=== block 1 ===
**Block 1: cell classes on the final placement**

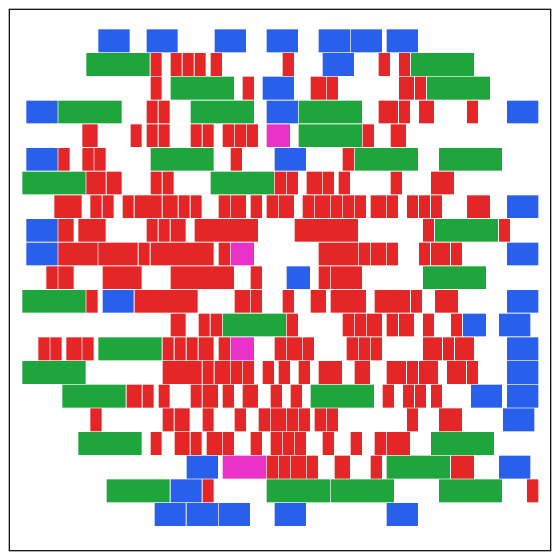

## src/rtl/truth_table_capture_if.sv

```systemverilog
// ---------------------------------------------------------------------------
// truth_table_capture_if
//
// Purpose:
//   Sample handshake between a producer of observed truth-table samples and
//   the capture block. A sample is the minterm index {x,y,z} plus the
//   observed function output s; it transfers on a rising edge where both
//   in_valid and in_ready are high.
//
// Signals:
//   in_valid  producer -> capture   sample present on x, y, z, s
//   in_ready  capture  -> producer  capture block accepts a sample this cycle
//   x, y, z   producer -> capture   minterm index bits, x is the MSB
//   s         producer -> capture   observed function output for the minterm
//
// Modports:
//   master    sample producer
//   slave     capture block
// ---------------------------------------------------------------------------
interface truth_table_capture_if;
    logic in_valid;
    logic in_ready;
    logic x;
    logic y;
    logic z;
    logic s;

    modport master (
        output in_valid,
        output x,
        output y,
        output z,
        output s,
        input  in_ready
    );

    modport slave (
        input  in_valid,
        input  x,
        input  y,
        input  z,
        input  s,
        output in_ready
    );
endinterface

```

## src/rtl/truth_table_capture.sv

```systemverilog
// ---------------------------------------------------------------------------
// truth_table_capture
//
// Purpose:
//   Captures a 3-input truth table one minterm at a time from a stream of
//   (index, value) samples arriving in any order with any gaps. Repeated
//   samples with the same value are ignored; a repeated sample with a
//   different value flags a conflict and freezes the block in ERROR. Once
//   all eight minterms are known the block enters DONE, reports the
//   popcount of the table and, optionally, whether it matches a golden one.
//   DONE and ERROR are only left through reset or clear.
//
// Parameters:
//   EXPECTED      golden truth table, bit m is the output for minterm {x,y,z}
//
// Ports:
//   clk           single clock, rising edge
//   reset         synchronous active-high reset (wins over clear)
//   clear         synchronous capture restart, same effect as reset
//   bus           sample handshake (slave side): in_valid, in_ready, x, y, z, s
//   truth_table   captured truth table
//   seen          per-minterm captured flags
//   count         number of distinct minterms captured, 0..8
//   ones          popcount of truth_table, valid when done=1 (0 otherwise)
//   done          all eight minterms captured
//   conflict      a minterm was reported with two different values
//   mismatch      completed table differs from EXPECTED
//
// Configuration:
//   TRUTH_TABLE_CHECK_EN  when defined, the edge that sets done also sets
//                         mismatch to (final table != EXPECTED). When not
//                         defined, mismatch is constant 0 and no comparator
//                         is built.
// ---------------------------------------------------------------------------
module truth_table_capture #(
    parameter logic [7:0] EXPECTED = 8'h5D
) (
    input  logic                        clk,
    input  logic                        reset,
    input  logic                        clear,
    truth_table_capture_if.slave        bus,
    output logic [7:0]                  truth_table,
    output logic [7:0]                  seen,
    output logic [3:0]                  count,
    output logic [3:0]                  ones,
    output logic                        done,
    output logic                        conflict,
    output logic                        mismatch
);

    typedef enum logic [1:0] {
        COLLECT = 2'd0,
        DONE    = 2'd1,
        ERROR   = 2'd2
    } state_t;

    state_t     state;
    state_t     state_next;

    logic       restart;
    logic [2:0] index;
    logic       accept;
    logic       is_new;
    logic       is_conflict;
    logic       is_last;
    logic [7:0] table_next;
    logic [7:0] seen_next;
    logic [3:0] count_next;
    logic [3:0] ones_next;

    function automatic logic [3:0] popcount8(input logic [7:0] value);
        logic [3:0] total;
        total = 4'd0;
        for (int i = 0; i < 8; i++) begin
            total = total + {3'b000, value[i]};
        end
        return total;
    endfunction

    // reset and clear share one restart path; reset's priority over clear
    // is moot because both produce the same state.
    assign restart = reset | clear;
    assign index   = {bus.x, bus.y, bus.z};

    // Ready depends only on the state so the producer never sees a
    // combinational path from its own in_valid back to in_ready.
    assign bus.in_ready = (state == COLLECT);
    assign accept       = bus.in_valid & bus.in_ready;

    // Classify the accepted sample against what has been captured so far.
    // A duplicate with the same value falls into neither class and is a no-op.
    assign is_new      = accept & ~seen[index];
    assign is_conflict = accept & seen[index] & (truth_table[index] != bus.s);
    assign is_last     = is_new & (count == 4'd7);

    always_comb begin
        table_next = truth_table;
        seen_next  = seen;
        count_next = count;
        if (is_new) begin
            table_next[index] = bus.s;
            seen_next[index]  = 1'b1;
            count_next        = count + 4'd1;
        end
    end

    // Popcount of the table as it will be after this edge, so ones is
    // valid on the same edge that raises done.
    assign ones_next = popcount8(table_next);

    always_comb begin
        state_next = state;
        case (state)
            COLLECT: begin
                if (is_conflict) begin
                    state_next = ERROR;
                end else if (is_last) begin
                    state_next = DONE;
                end
            end
            DONE:    state_next = DONE;
            ERROR:   state_next = ERROR;
            default: state_next = COLLECT;
        endcase
    end

    always_ff @(posedge clk) begin
        if (restart) begin
            state <= COLLECT;
        end else begin
            state <= state_next;
        end
    end

    always_ff @(posedge clk) begin
        if (restart) begin
            truth_table <= 8'h00;
            seen        <= 8'h00;
            count       <= 4'd0;
            ones        <= 4'd0;
            done        <= 1'b0;
            conflict    <= 1'b0;
        end else begin
            truth_table <= table_next;
            seen        <= seen_next;
            count       <= count_next;
            if (is_last) begin
                ones <= ones_next;
                done <= 1'b1;
            end
            if (is_conflict) begin
                conflict <= 1'b1;
            end
        end
    end

`ifdef TRUTH_TABLE_CHECK_EN
    // Compare the completed table, including the sample landing this edge.
    always_ff @(posedge clk) begin
        if (restart) begin
            mismatch <= 1'b0;
        end else if (is_last) begin
            mismatch <= (table_next != EXPECTED);
        end
    end
`else
    // Golden table is not checked in this build; the reduction only keeps
    // the parameter referenced and folds to a constant.
    logic unused_expected;
    assign unused_expected = ^EXPECTED;
    assign mismatch        = 1'b0;
`endif

endmodule

```

## src/flat_wrapper.sv

```systemverilog
// flat-port wrapper written by rule: the top's interface ports become plain ports
module truth_table_capture_flat 
#(
    parameter logic [7:0] EXPECTED = 8'h5D
)
  (clk, reset, clear, truth_table, seen, count, ones, done, conflict, mismatch, bus_in_valid, bus_x, bus_y, bus_z, bus_s, bus_in_ready);
  truth_table_capture_if bus_i ();
  input  logic clk;
  input  logic reset;
  input  logic clear;
  output logic [7:0] truth_table;
  output logic [7:0] seen;
  output logic [3:0] count;
  output logic [3:0] ones;
  output logic done;
  output logic conflict;
  output logic mismatch;
  input wire logic [$bits(bus_i.in_valid)-1:0] bus_in_valid;
  input wire logic [$bits(bus_i.x)-1:0] bus_x;
  input wire logic [$bits(bus_i.y)-1:0] bus_y;
  input wire logic [$bits(bus_i.z)-1:0] bus_z;
  input wire logic [$bits(bus_i.s)-1:0] bus_s;
  output wire logic [$bits(bus_i.in_ready)-1:0] bus_in_ready;
  assign bus_i.in_valid = bus_in_valid;
  assign bus_i.x = bus_x;
  assign bus_i.y = bus_y;
  assign bus_i.z = bus_z;
  assign bus_i.s = bus_s;
  assign bus_in_ready = bus_i.in_ready;
  truth_table_capture #(.EXPECTED(EXPECTED)) u_core (.clk(clk), .reset(reset), .clear(clear), .bus(bus_i), .truth_table(truth_table), .seen(seen), .count(count), .ones(ones), .done(done), .conflict(conflict), .mismatch(mismatch));
endmodule
```

## config.mk

```make
export PLATFORM = sky130hd
export DESIGN_NAME = truth_table_capture_flat
export DESIGN_NICKNAME = d
export VERILOG_FILES = /design/src/rtl/truth_table_capture_if.sv /design/src/rtl/truth_table_capture.sv /design/src/flat_wrapper.sv
export SDC_FILE = /design/constraint.sdc
export NUM_CORES = 1
export LEC_CHECK = 0
export ABC_AREA = 1
export CORE_UTILIZATION = 45
export DETAILED_ROUTE_END_ITERATION = 8
export GPL_ROUTABILITY_DRIVEN = 1
export PLACE_DENSITY_LB_ADDON = 0.2
export SLEW_MARGIN = 20
export SYNTH_ARGS = -nofsm -noshare
export SYNTH_HDL_FRONTEND = slang
export SYNTH_SLANG_ARGS = --single-unit
```

## constraint.sdc

```tcl
create_clock -name clk -period 5.8 [get_ports clk]
set_input_delay 1.16 -clock clk [delete_from_list [all_inputs] [get_ports clk]]
set_output_delay 1.16 -clock clk [all_outputs]
set_load 0.01 [all_outputs]
```

=== block 2 ===
$ cat src/rtl/multiword_subtractor_if.sv
// rtl/multiword_subtractor_if.sv - request/result bundle for the limb-serial subtractor
interface multiword_subtractor_if #(
  parameter int N     = 4,
  parameter int WORDS = 4
);
  logic               i_start;
  logic [N*WORDS-1:0] i_minuend;
  logic [N*WORDS-1:0] i_subtrahend;
  logic               i_borrow;
  logic               o_ready;
  logic               o_done;
  logic [N*WORDS-1:0] o_difference;
  logic               o_borrow;
  logic               o_overflow;
  logic               o_zero;

  modport master (
    output i_start, i_minuend, i_subtrahend, i_borrow,
    input  o_ready, o_done, o_difference, o_borrow, o_overflow, o_zero
  );

  modport slave (
    input  i_start, i_minuend, i_subtrahend, i_borrow,
    output o_ready, o_done, o_difference, o_borrow, o_overflow, o_zero
  );
endinterface

$ cat src/rtl/multiword_subtractor.sv
// rtl/multiword_subtractor.sv - limb-serial multi-precision subtractor with borrow chaining
module multiword_subtractor #(
  parameter int N     = 4,
  parameter int WORDS = 4
) (
  input  logic                   i_clock,
  input  logic                   i_reset,
  multiword_subtractor_if.slave  bus
);
  localparam int W  = N * WORDS;
  localparam int IW = (WORDS > 1) ? $clog2(WORDS) : 1;
  localparam logic [IW-1:0] LAST_IDX = IW'(WORDS - 1);

  typedef enum logic {IDLE, BUSY} state_t;

  state_t        state;
  state_t        state_next;
  logic          accept;
  logic          last;
  logic [IW-1:0] idx;
  logic [W-1:0]  a_reg;
  logic [W-1:0]  b_reg;
  logic          borrow_reg;
  logic [W-1:0]  res_reg;
  logic [W-1:0]  res_next;
  logic [N:0]    limb_diff;
  logic [N-1:0]  a_limb;
  logic [N-1:0]  b_limb;

  logic          done_q;
  logic [W-1:0]  diff_q;
  logic          borrow_q;
  logic          overflow_q;
  logic          zero_q;

  assign last = (idx == LAST_IDX);

  // State register; reset discards any in-flight operation.
  always_ff @(posedge i_clock) begin
    if (i_reset) state <= IDLE;
    else         state <= state_next;
  end

  // Next-state: accept a request only while idle, return to idle after the last limb.
  always_comb begin
    state_next = state;
    accept     = 1'b0;
    case (state)
      IDLE: begin
        if (bus.i_start) begin
          accept     = 1'b1;
          state_next = BUSY;
        end
      end
      BUSY: begin
        if (last) state_next = IDLE;
      end
      default: state_next = IDLE;
    endcase
  end

  // One N-bit subtract per cycle on the current limb, with the limb merged into the running result.
  always_comb begin
    a_limb    = a_reg[int'(idx) * N +: N];
    b_limb    = b_reg[int'(idx) * N +: N];
    limb_diff = {1'b0, a_limb} - {1'b0, b_limb} - {{N{1'b0}}, borrow_reg};
    res_next  = res_reg;
    res_next[int'(idx) * N +: N] = limb_diff[N-1:0];
  end

  // Operand latching, limb stepping and publication of the final flags.
  always_ff @(posedge i_clock) begin
    if (i_reset) begin
      idx        <= '0;
      a_reg      <= '0;
      b_reg      <= '0;
      borrow_reg <= 1'b0;
      res_reg    <= '0;
      done_q     <= 1'b0;
      diff_q     <= '0;
      borrow_q   <= 1'b0;
      overflow_q <= 1'b0;
      zero_q     <= 1'b0;
    end else begin
      done_q <= 1'b0;
      if (accept) begin
        a_reg      <= bus.i_minuend;
        b_reg      <= bus.i_subtrahend;
        borrow_reg <= bus.i_borrow;
        idx        <= '0;
      end else if (state == BUSY) begin
        res_reg    <= res_next;
        borrow_reg <= limb_diff[N];
        if (last) begin
          idx        <= '0;
          done_q     <= 1'b1;
          diff_q     <= res_next;
          borrow_q   <= limb_diff[N];
          overflow_q <= (a_reg[W-1] != b_reg[W-1]) && (res_next[W-1] != a_reg[W-1]);
          zero_q     <= (res_next == '0);
        end else begin
          idx <= idx + 1'b1;
        end
      end
    end
  end

  assign bus.o_ready      = (state == IDLE);
  assign bus.o_done       = done_q;
  assign bus.o_difference = diff_q;
  assign bus.o_borrow     = borrow_q;
  assign bus.o_overflow   = overflow_q;
  assign bus.o_zero       = zero_q;
endmodule

$ cat src/flat_wrapper.sv
// flat-port wrapper written by rule: the top's interface ports become plain ports
module multiword_subtractor_flat 
#(
  parameter int N     = 4,
  parameter int WORDS = 4
)
  (i_clock, i_reset, bus_i_start, bus_i_minuend, bus_i_subtrahend, bus_i_borrow, bus_o_ready, bus_o_done, bus_o_difference, bus_o_borrow, bus_o_overflow, bus_o_zero);
  multiword_subtractor_if #(.N(N), .WORDS(WORDS)) bus_i ();
  input  logic i_clock;
  input  logic i_reset;
  input wire logic [$bits(bus_i.i_start)-1:0] bus_i_start;
  input wire logic [$bits(bus_i.i_minuend)-1:0] bus_i_minuend;
  input wire logic [$bits(bus_i.i_subtrahend)-1:0] bus_i_subtrahend;
  input wire logic [$bits(bus_i.i_borrow)-1:0] bus_i_borrow;
  output wire logic [$bits(bus_i.o_ready)-1:0] bus_o_ready;
  output wire logic [$bits(bus_i.o_done)-1:0] bus_o_done;
  output wire logic [$bits(bus_i.o_difference)-1:0] bus_o_difference;
  output wire logic [$bits(bus_i.o_borrow)-1:0] bus_o_borrow;
  output wire logic [$bits(bus_i.o_overflow)-1:0] bus_o_overflow;
  output wire logic [$bits(bus_i.o_zero)-1:0] bus_o_zero;
  assign bus_i.i_start = bus_i_start;
  assign bus_i.i_minuend = bus_i_minuend;
  assign bus_i.i_subtrahend = bus_i_subtrahend;
  assign bus_i.i_borrow = bus_i_borrow;
  assign bus_o_ready = bus_i.o_ready;
  assign bus_o_done = bus_i.o_done;
  assign bus_o_difference = bus_i.o_difference;
  assign bus_o_borrow = bus_i.o_borrow;
  assign bus_o_overflow = bus_i.o_overflow;
  assign bus_o_zero = bus_i.o_zero;
  multiword_subtractor #(.N(N), .WORDS(WORDS)) u_core (.i_clock(i_clock), .i_reset(i_reset), .bus(bus_i));
endmodule
$ cat config.mk
export PLATFORM = sky130hd
export DESIGN_NAME = multiword_subtractor_flat
export DESIGN_NICKNAME = d
export VERILOG_FILES = /design/src/rtl/multiword_subtractor_if.sv /design/src/rtl/multiword_subtractor.sv /design/src/flat_wrapper.sv
export SDC_FILE = /design/constraint.sdc
export NUM_CORES = 1
export LEC_CHECK = 0
export CORE_UTILIZATION = 35
export DETAILED_ROUTE_END_ITERATION = 7
export SYNTH_ARGS = -nofsm -noshare
export SYNTH_HDL_FRONTEND = slang
export SYNTH_SLANG_ARGS = --single-unit
$ cat constraint.sdc
create_clock -name i_clock -period 8.75 [get_ports i_clock]
set_input_delay 2.625 -clock i_clock [delete_from_list [all_inputs] [get_ports i_clock]]
set_output_delay 2.625 -clock i_clock [all_outputs]
set_load 0.03 [all_outputs]
=== block 3 ===
`config.mk`:
```
export PLATFORM = sky130hd
export DESIGN_NAME = fp_mult_arbiter
export DESIGN_NICKNAME = d
export VERILOG_FILES = /design/src/rtl/fp_mult_arbiter.sv
export SDC_FILE = /design/constraint.sdc
export NUM_CORES = 1
export LEC_CHECK = 0
export CAP_MARGIN = 25
export CORE_AREA = 2 2 156 158
export CTS_CLUSTER_DIAMETER = 150
export CTS_CLUSTER_SIZE = 10
export DETAILED_ROUTE_END_ITERATION = 8
export DIE_AREA = 0 0 158 160
export HOLD_SLACK_MARGIN = 0.02
export SLEW_MARGIN = 20
export SYNTH_ARGS = -nofsm -noshare
export SYNTH_HDL_FRONTEND = slang
export SYNTH_SLANG_ARGS = --single-unit
```
`constraint.sdc`:
```
create_clock -name clk -period 6 [get_ports clk]
set_input_delay 1.2 -clock clk [delete_from_list [all_inputs] [get_ports clk]]
set_output_delay 1.2 -clock clk [all_outputs]
set_load 0.01 [all_outputs]
```
`src/rtl/fp_mult_arbiter.sv`:
```
// Round-robin front end sharing one pipelined fp_mult among NUM_REQ requesters.
// A tag pipeline matched to the multiplier latency steers each product back to its issuer.
module fp_mult_arbiter #(
    parameter int NUM_REQ = 4,
    parameter int LATENCY = 3
) (
    input  logic                  clk,
    input  logic                  reset,
    input  logic                  clk_en,
    input  logic [NUM_REQ-1:0]    req,
    input  logic [32*NUM_REQ-1:0] req_a,
    input  logic [32*NUM_REQ-1:0] req_b,
    output logic [NUM_REQ-1:0]    gnt,
    output logic                  mul_en,
    output logic [31:0]           mul_a,
    output logic [31:0]           mul_b,
    input  logic [31:0]           mul_q,
    output logic [NUM_REQ-1:0]    rsp_valid,
    output logic [31:0]           rsp_q,
    output logic                  idle
);
    localparam int TW = (NUM_REQ > 1) ? $clog2(NUM_REQ) : 1;

    logic [TW-1:0]                ptr;
    logic [LATENCY-1:0]           vld_pipe;
    logic [LATENCY-1:0][TW-1:0]   tag_pipe;
    logic [NUM_REQ-1:0][31:0]     a_arr;
    logic [NUM_REQ-1:0][31:0]     b_arr;
    logic                         gnt_any;
    logic [TW-1:0]                gnt_idx;
    int                           idx;

    assign a_arr  = req_a;
    assign b_arr  = req_b;
    assign mul_en = clk_en;
    assign rsp_q  = mul_q;
    assign idle   = (req == '0) && (vld_pipe == '0);

    // Scan candidates starting at ptr; the first active request wins.
    always_comb begin
        gnt     = '0;
        gnt_any = 1'b0;
        gnt_idx = '0;
        idx     = 0;
        if (clk_en && !reset) begin
            for (int k = 0; k < NUM_REQ; k++) begin
                idx = (int'(ptr) + k) % NUM_REQ;
                if (!gnt_any && req[idx]) begin
                    gnt_any = 1'b1;
                    gnt_idx = idx[TW-1:0];
                end
            end
            if (gnt_any) gnt[gnt_idx] = 1'b1;
        end
    end

    // Idle operands are zero so the multiplier computes a harmless 0.
    always_comb begin
        mul_a = '0;
        mul_b = '0;
        if (gnt_any) begin
            mul_a = a_arr[gnt_idx];
            mul_b = b_arr[gnt_idx];
        end
    end

    always_comb begin
        rsp_valid = '0;
        if (clk_en && !reset && vld_pipe[LATENCY-1])
            rsp_valid[tag_pipe[LATENCY-1]] = 1'b1;
    end

    always_ff @(posedge clk) begin
        if (reset) begin
            ptr      <= '0;
            vld_pipe <= '0;
            tag_pipe <= '0;
        end else if (clk_en) begin
            if (gnt_any)
                ptr <= (gnt_idx == TW'(NUM_REQ-1)) ? '0 : gnt_idx + 1'b1;
            vld_pipe[0] <= gnt_any;
            tag_pipe[0] <= gnt_idx;
            for (int s = 1; s < LATENCY; s++) begin
                vld_pipe[s] <= vld_pipe[s-1];
                tag_pipe[s] <= tag_pipe[s-1];
            end
        end
    end
endmodule

```
**Block 3: clock wires, drivers and flops**

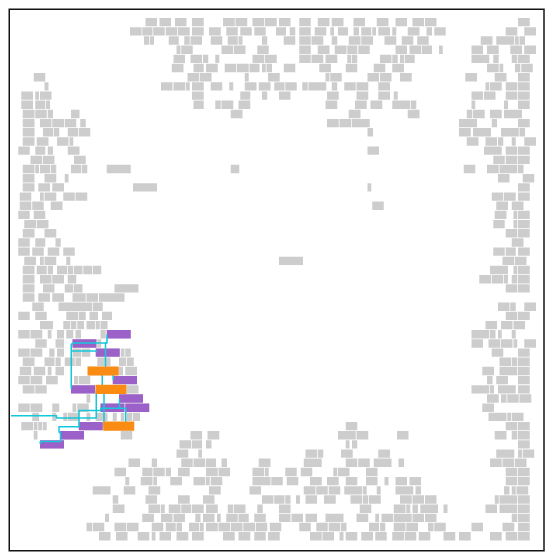
[cells driving clock nets] orange | count: 3
[flip-flops] purple | count: 11
[clock wires] cyan | length: 148 um
flops lie	lower left

==> impl_metrics.toml, block 3 <==
# physical design summary
[synth]
synth.logic.top_family = "AND-OR/OR-AND gates"
common_cells = "mux2i_1, nand2_1, a21oi_1"
ys.flops = 11
synthArstFlopShare_pct = 0
yosysTopAreaCell = "mux2i_1"
adder_share_pct = 0

[clock_network]
htree_levels = 1
post_cts_resized = 0
path_clk_slew_ns = 0.04
postCtsSetupBuffers = 0

[routing]
top_layer = "met5"
dr_wl_met2_um = 8230

[global_route]
grt_max_degree = 40
grtUsageTotal_pct = 11.6

[layout]
syn2layout_area_growth_pct = 118
num-nonclk-inverters = 1
mostFrequentLayoutCell = "clkdlybuf4s50_1"
diodes = 0
final_core_util_pct = 27.6
largest_class = "buffers"
n_clock_buffer = 4

[final_timing]
slew_violations = 0
setup_viol = 0
fmaxAchievable_mhz = 185
period_needed_ns = 5.42

[floorplan]
rows = 57
fp_util_pct = 12.6

[status]
status = "complete, no violations"

[pwr]
peakVddDrop_uv = 112
powerDensity_nw_per_um2 = 132

[setup_path]
slowest_stage = "and3_2"
ff2ff_path_depth = 6

[min_path]
hp-class = "reg2reg"
[block 3: worst paths after layout]
| check | to | slack [ns] |
|---|---|---|
| hold / removal | tag_pipe[0] | 0.47 |
| setup reg to reg | ptr[1] | 3.95 |
| hold reg to reg | tag_pipe[0] | 0.47 |
| setup / recovery | mul_a[30] | 0.58 |
[block 3: flip-flops by register name (all words and copies together) (netlist names)]
| name | count |
|---|---|
| tag_pipe | 6 |
| ptr | 2 |
| vld_pipe | 3 |
[block 3: where the power goes]
group,internal [W],switching [W]
Sequential,0.0000788,0.00000602
Combinational,0.000338,0.000328
Clock,0.0000889,0.0000294
Total,0.000505,0.000364
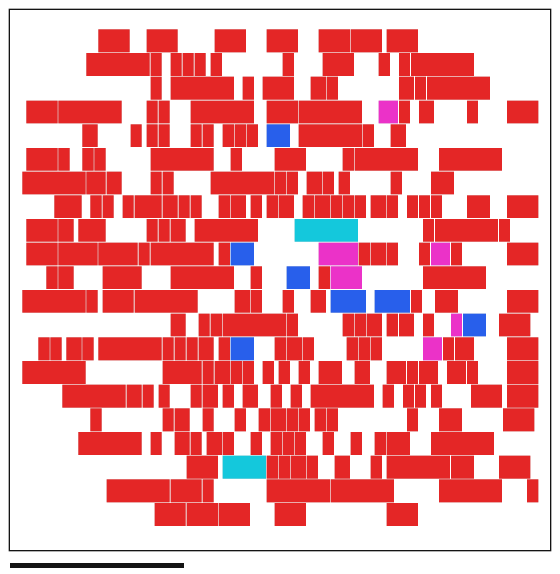
**Above:** block 1 (cells by drive strength).
Scale bar: 20 um.
size	color	cells	share
drive 3 to 4	blue	7	2.6%
drive 2	magenta	6	2.2%
drive 6 and up	cyan	2	0.74%
drive 1 or less	red	254	94%

Notes on 'cell classes on the final placement' of block 1 above:
class	color	cells
clock drivers and dummy loads	magenta	4
all other logic	red	201
flops	green	28
other buffers and delay cells	blue	36

==> impl_metrics.toml, block 1 <==
# physical design summary
[synth]
synth_cell_types = 27
ff_type = "dfxtp_1"
ys.flops = 28
synthArstFlopShare_pct = 0
yosysWarnings = 0
synth-edff-count = 0

[pwr]
p_int_w = 0.000258
powerDensity_nw_per_um2 = 175
power_leakage_nw = 0.925

[clock_network]
htree_levels = 1

[layout]
top_regs = "u_core.seen x8, u_core.truth_table x8"

[global_route]
grtUsageTotal_pct = 19.0

[final_timing]
period_needed_ns = 5.01

[floorplan]
die_w_um = 62.0

[setup_path]
cp_common_cell = "inv_1"
cp.arrival_ns = 5.28

[status]
status = "complete, no violations"
[block 1: layout make-up]
class	instances	area [um^2]	share of cell area, %
Clock buffer	4	36.3	1.80
Timing Repair Buffer	36	355	17.6
Multi-Input combinational cell	166	875	43.4
Sequential cell	28	561	27.8
Tap cell	46	57.6	2.86
Inverter	35	131	6.52
[block 1: power groups by stage]
stage                      logic, W  clock network, W  registers, W
final                     0.0000624         0.0000943      0.000197
after global routing      0.0000714          0.000108      0.000198
after CTS                 0.0000625         0.0000979      0.000197
after detailed placement  0.0000621                 0      0.000201
after global placement    0.0000615                 0      0.000201
after floorplan           0.0000425                 0      0.000202
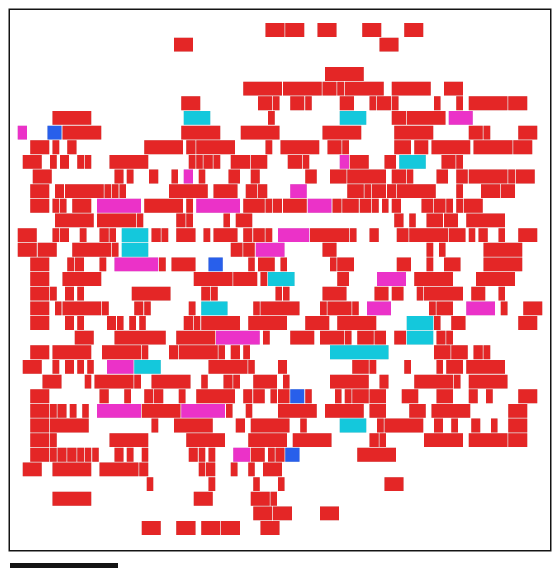
**Above:** block 2 (cells by drive strength).
Scale bar: 20 um.
size	color	cells	share
drive 6 and up	cyan	12	2.7%
drive 2	magenta	19	4.3%
drive 1 or less	red	404	92%
drive 3 to 4	blue	4	0.91%

==> impl_metrics.toml, block 2 <==
# physical design summary
[synth]
yosys_cells = 391
synth-edff-count = 0
adder_share_pct = 4.89
ff_type = "dfxtp_1"
synth_seq_share_pct = 42.6
synth_area_um2 = 3380
common_cells = "nand2_1, dfxtp_1, nor2_1"
ys_sh_simple_pct = 20.7
synthXorXnorAreaFrac_pct = 0.999
yosysTopAreaCell = "dfxtp_1"
mux_share_pct = 6.70
yosysTopAreaCellShare_pct = 42.6
area_leaders = "dfxtp_1, nand2_1, a21oi_1"
synthAoiAreaFrac_pct = 18.2
yosys-stat-area_um2 = 3380

[routing]
drtPass1Iterations = 4
dr_wl_met2_um = 3690
antenna_left = 0
remaining_drc_errors = 0
top_layer = "met4"
vias = 2835

[min_path]
hp-class = "reg2reg"

[setup_path]
rr_startpoint = "u_core.idx[1]"
max_stage_delay_ns = 1.00
crit_family = "simple AND/OR/NAND/NOR gates"
crit_path_cell_trace = "clkdlybuf4s50_1 -> nor2b_2 -> nand2_1 -> a21oi_1"
worstSetupStartpoint = "bus_i_start"
crit_fanout = 32
reg2reg_slack_ns = 5.31
slowest_stage = "nor2b_2"
r2r_end = "u_core.bus.o_zero"
end_kind = "flip-flop"

[layout]
stdcell_count = 568
final_cell_mix = "nand2_1, dfxtp_1, clkdlybuf4s50_1"
n_clock_buffer = 13
nNonClkBuffers = 60
diodes = 0
nonClkBufAreaFrac_pct = 14.0
flops = 72
num-nonclk-inverters = 15

[global_route]
grt_use_met2_pct = 27.9
gr-usage-met3_pct = 4.25
grtUsageTotal_pct = 16.0
grt_max_degree = 74

[job]
cap_violations = 0

[pwr]
power_leader = "registers"
power_leakage_nw = 1.48
power_switching_share_pct = 27.5
p_clk_share_pct = 35.2
powerDensity_nw_per_um2 = 179
pwr.group.clock_w = 0.000264

[final_timing]
grt_setup_unrepaired = "false"
fmaxAchievable_mhz = 235
period_needed_ns = 4.26
fin_skew_ns = 0.0104
fin_hold_ws_ns = 0.455
worst-slew-pin-transition_ns = 1.22
fin_tns_setup_ns = 0

[status]
status = "complete, no violations"

[clock_network]
postCtsSetupBuffers = 0
path_clk_slew_ns = 0.07
cts_buffers = 9
root_buffer = "clkbuf_8"
cts_buffer_depth = 2

[floorplan]
io_pins = 57
die_w_um = 100

[placed_design]
dpl-instance-area_um2 = 3990
[block 2: worst reg2reg max path, delay by kind of cell (launching register included)]
kind | cells | cell delay, ns
mux | 1 | 0.40
fa+ha+maj | 2 | 0.61
simple gates | 2 | 0.40
buf+inv | 2 | 0.14
xor+xnor | 1 | 0.70
flops | 1 | 0.77
compound gates | 2 | 0.32
[block 2: metrics by stage]
step / util (%) / power (W)
floorplan: - / 0.000452
global placement: 43.0 / 0.000492
detailed placement: 43.0 / 0.000494
CTS: 45.1 / 0.000758
global route: 45.1 / 0.000784
finish: 45.1 / 0.000750

==> gallery <==
Clock wiring as the flow saved it.
Plate I
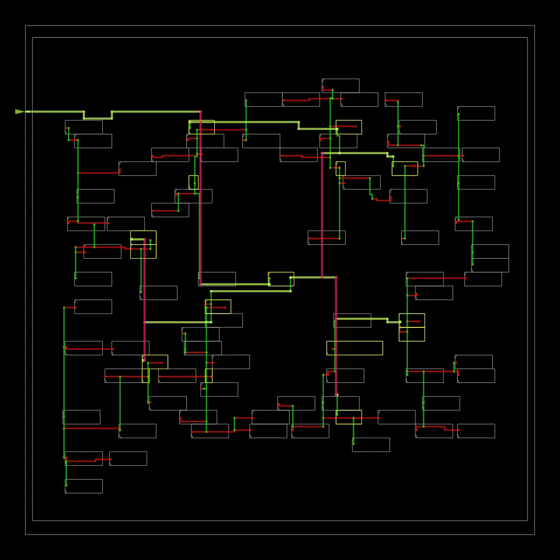
Plate II
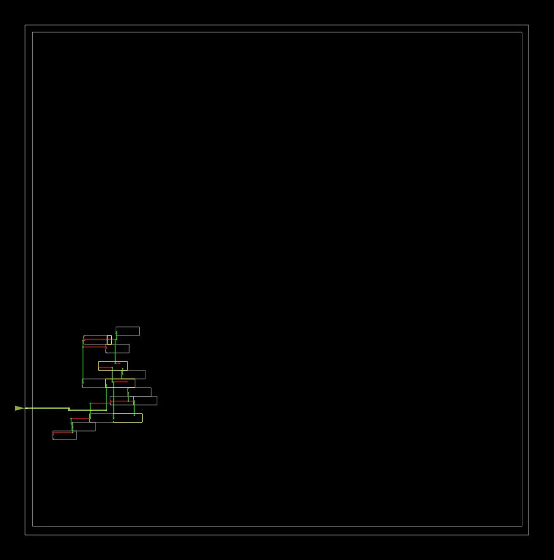
Plate III
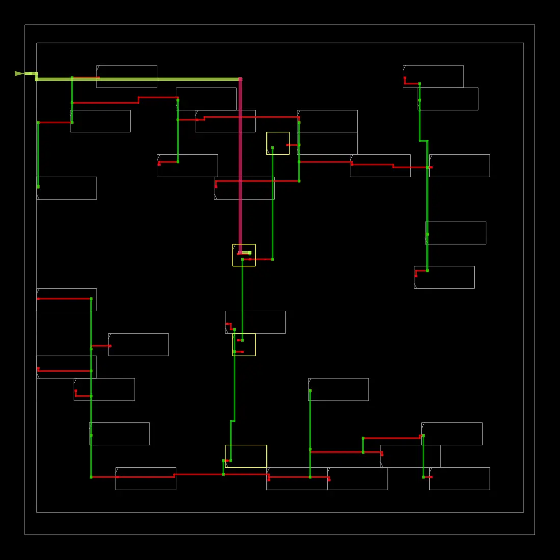
| picture | from |
|---|---|
| Plate III | block 1 |
| Plate I | block 2 |
| Plate II | block 3 |
- most sequential cells: Plate I
- most clock buffers: Plate I



## Gallery

Sequential cells colored by netlist name.
(a)
Scale bar: 50 um. Other cells in gray.
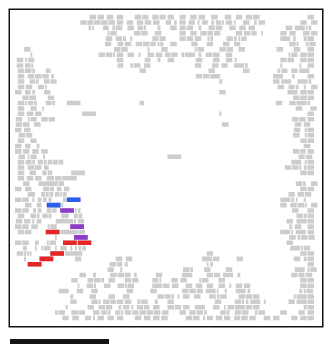
(b)
Scale bar: 20 um. Other sequential cells in the stronger gray, the rest of the logic in the fainter gray.
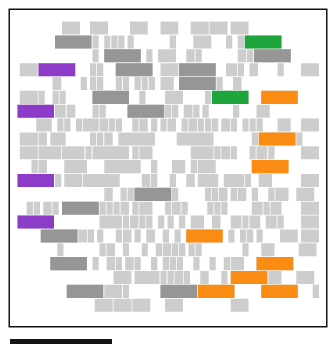
(c)
Scale bar: 20 um. Other sequential cells in the stronger gray, the rest of the logic in the fainter gray.
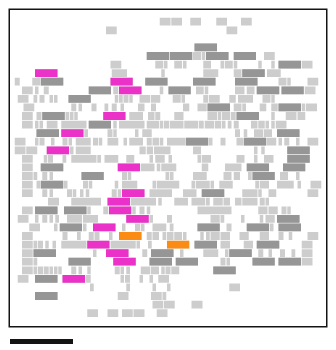
| picture | from |
|---|---|
| (c) | block 2 |
| (b) | block 1 |
| (a) | block 3 |
Of these, fewest sequential cells: (a)
Of these, smallest die: (b)

Key to (b):
netlist name	color	sequential cells
u_core.count	purple	4
u_core.seen	orange	8
u_core.state	green	2

Power figures rest on the tool's default switching activity, not on a simulated workload.
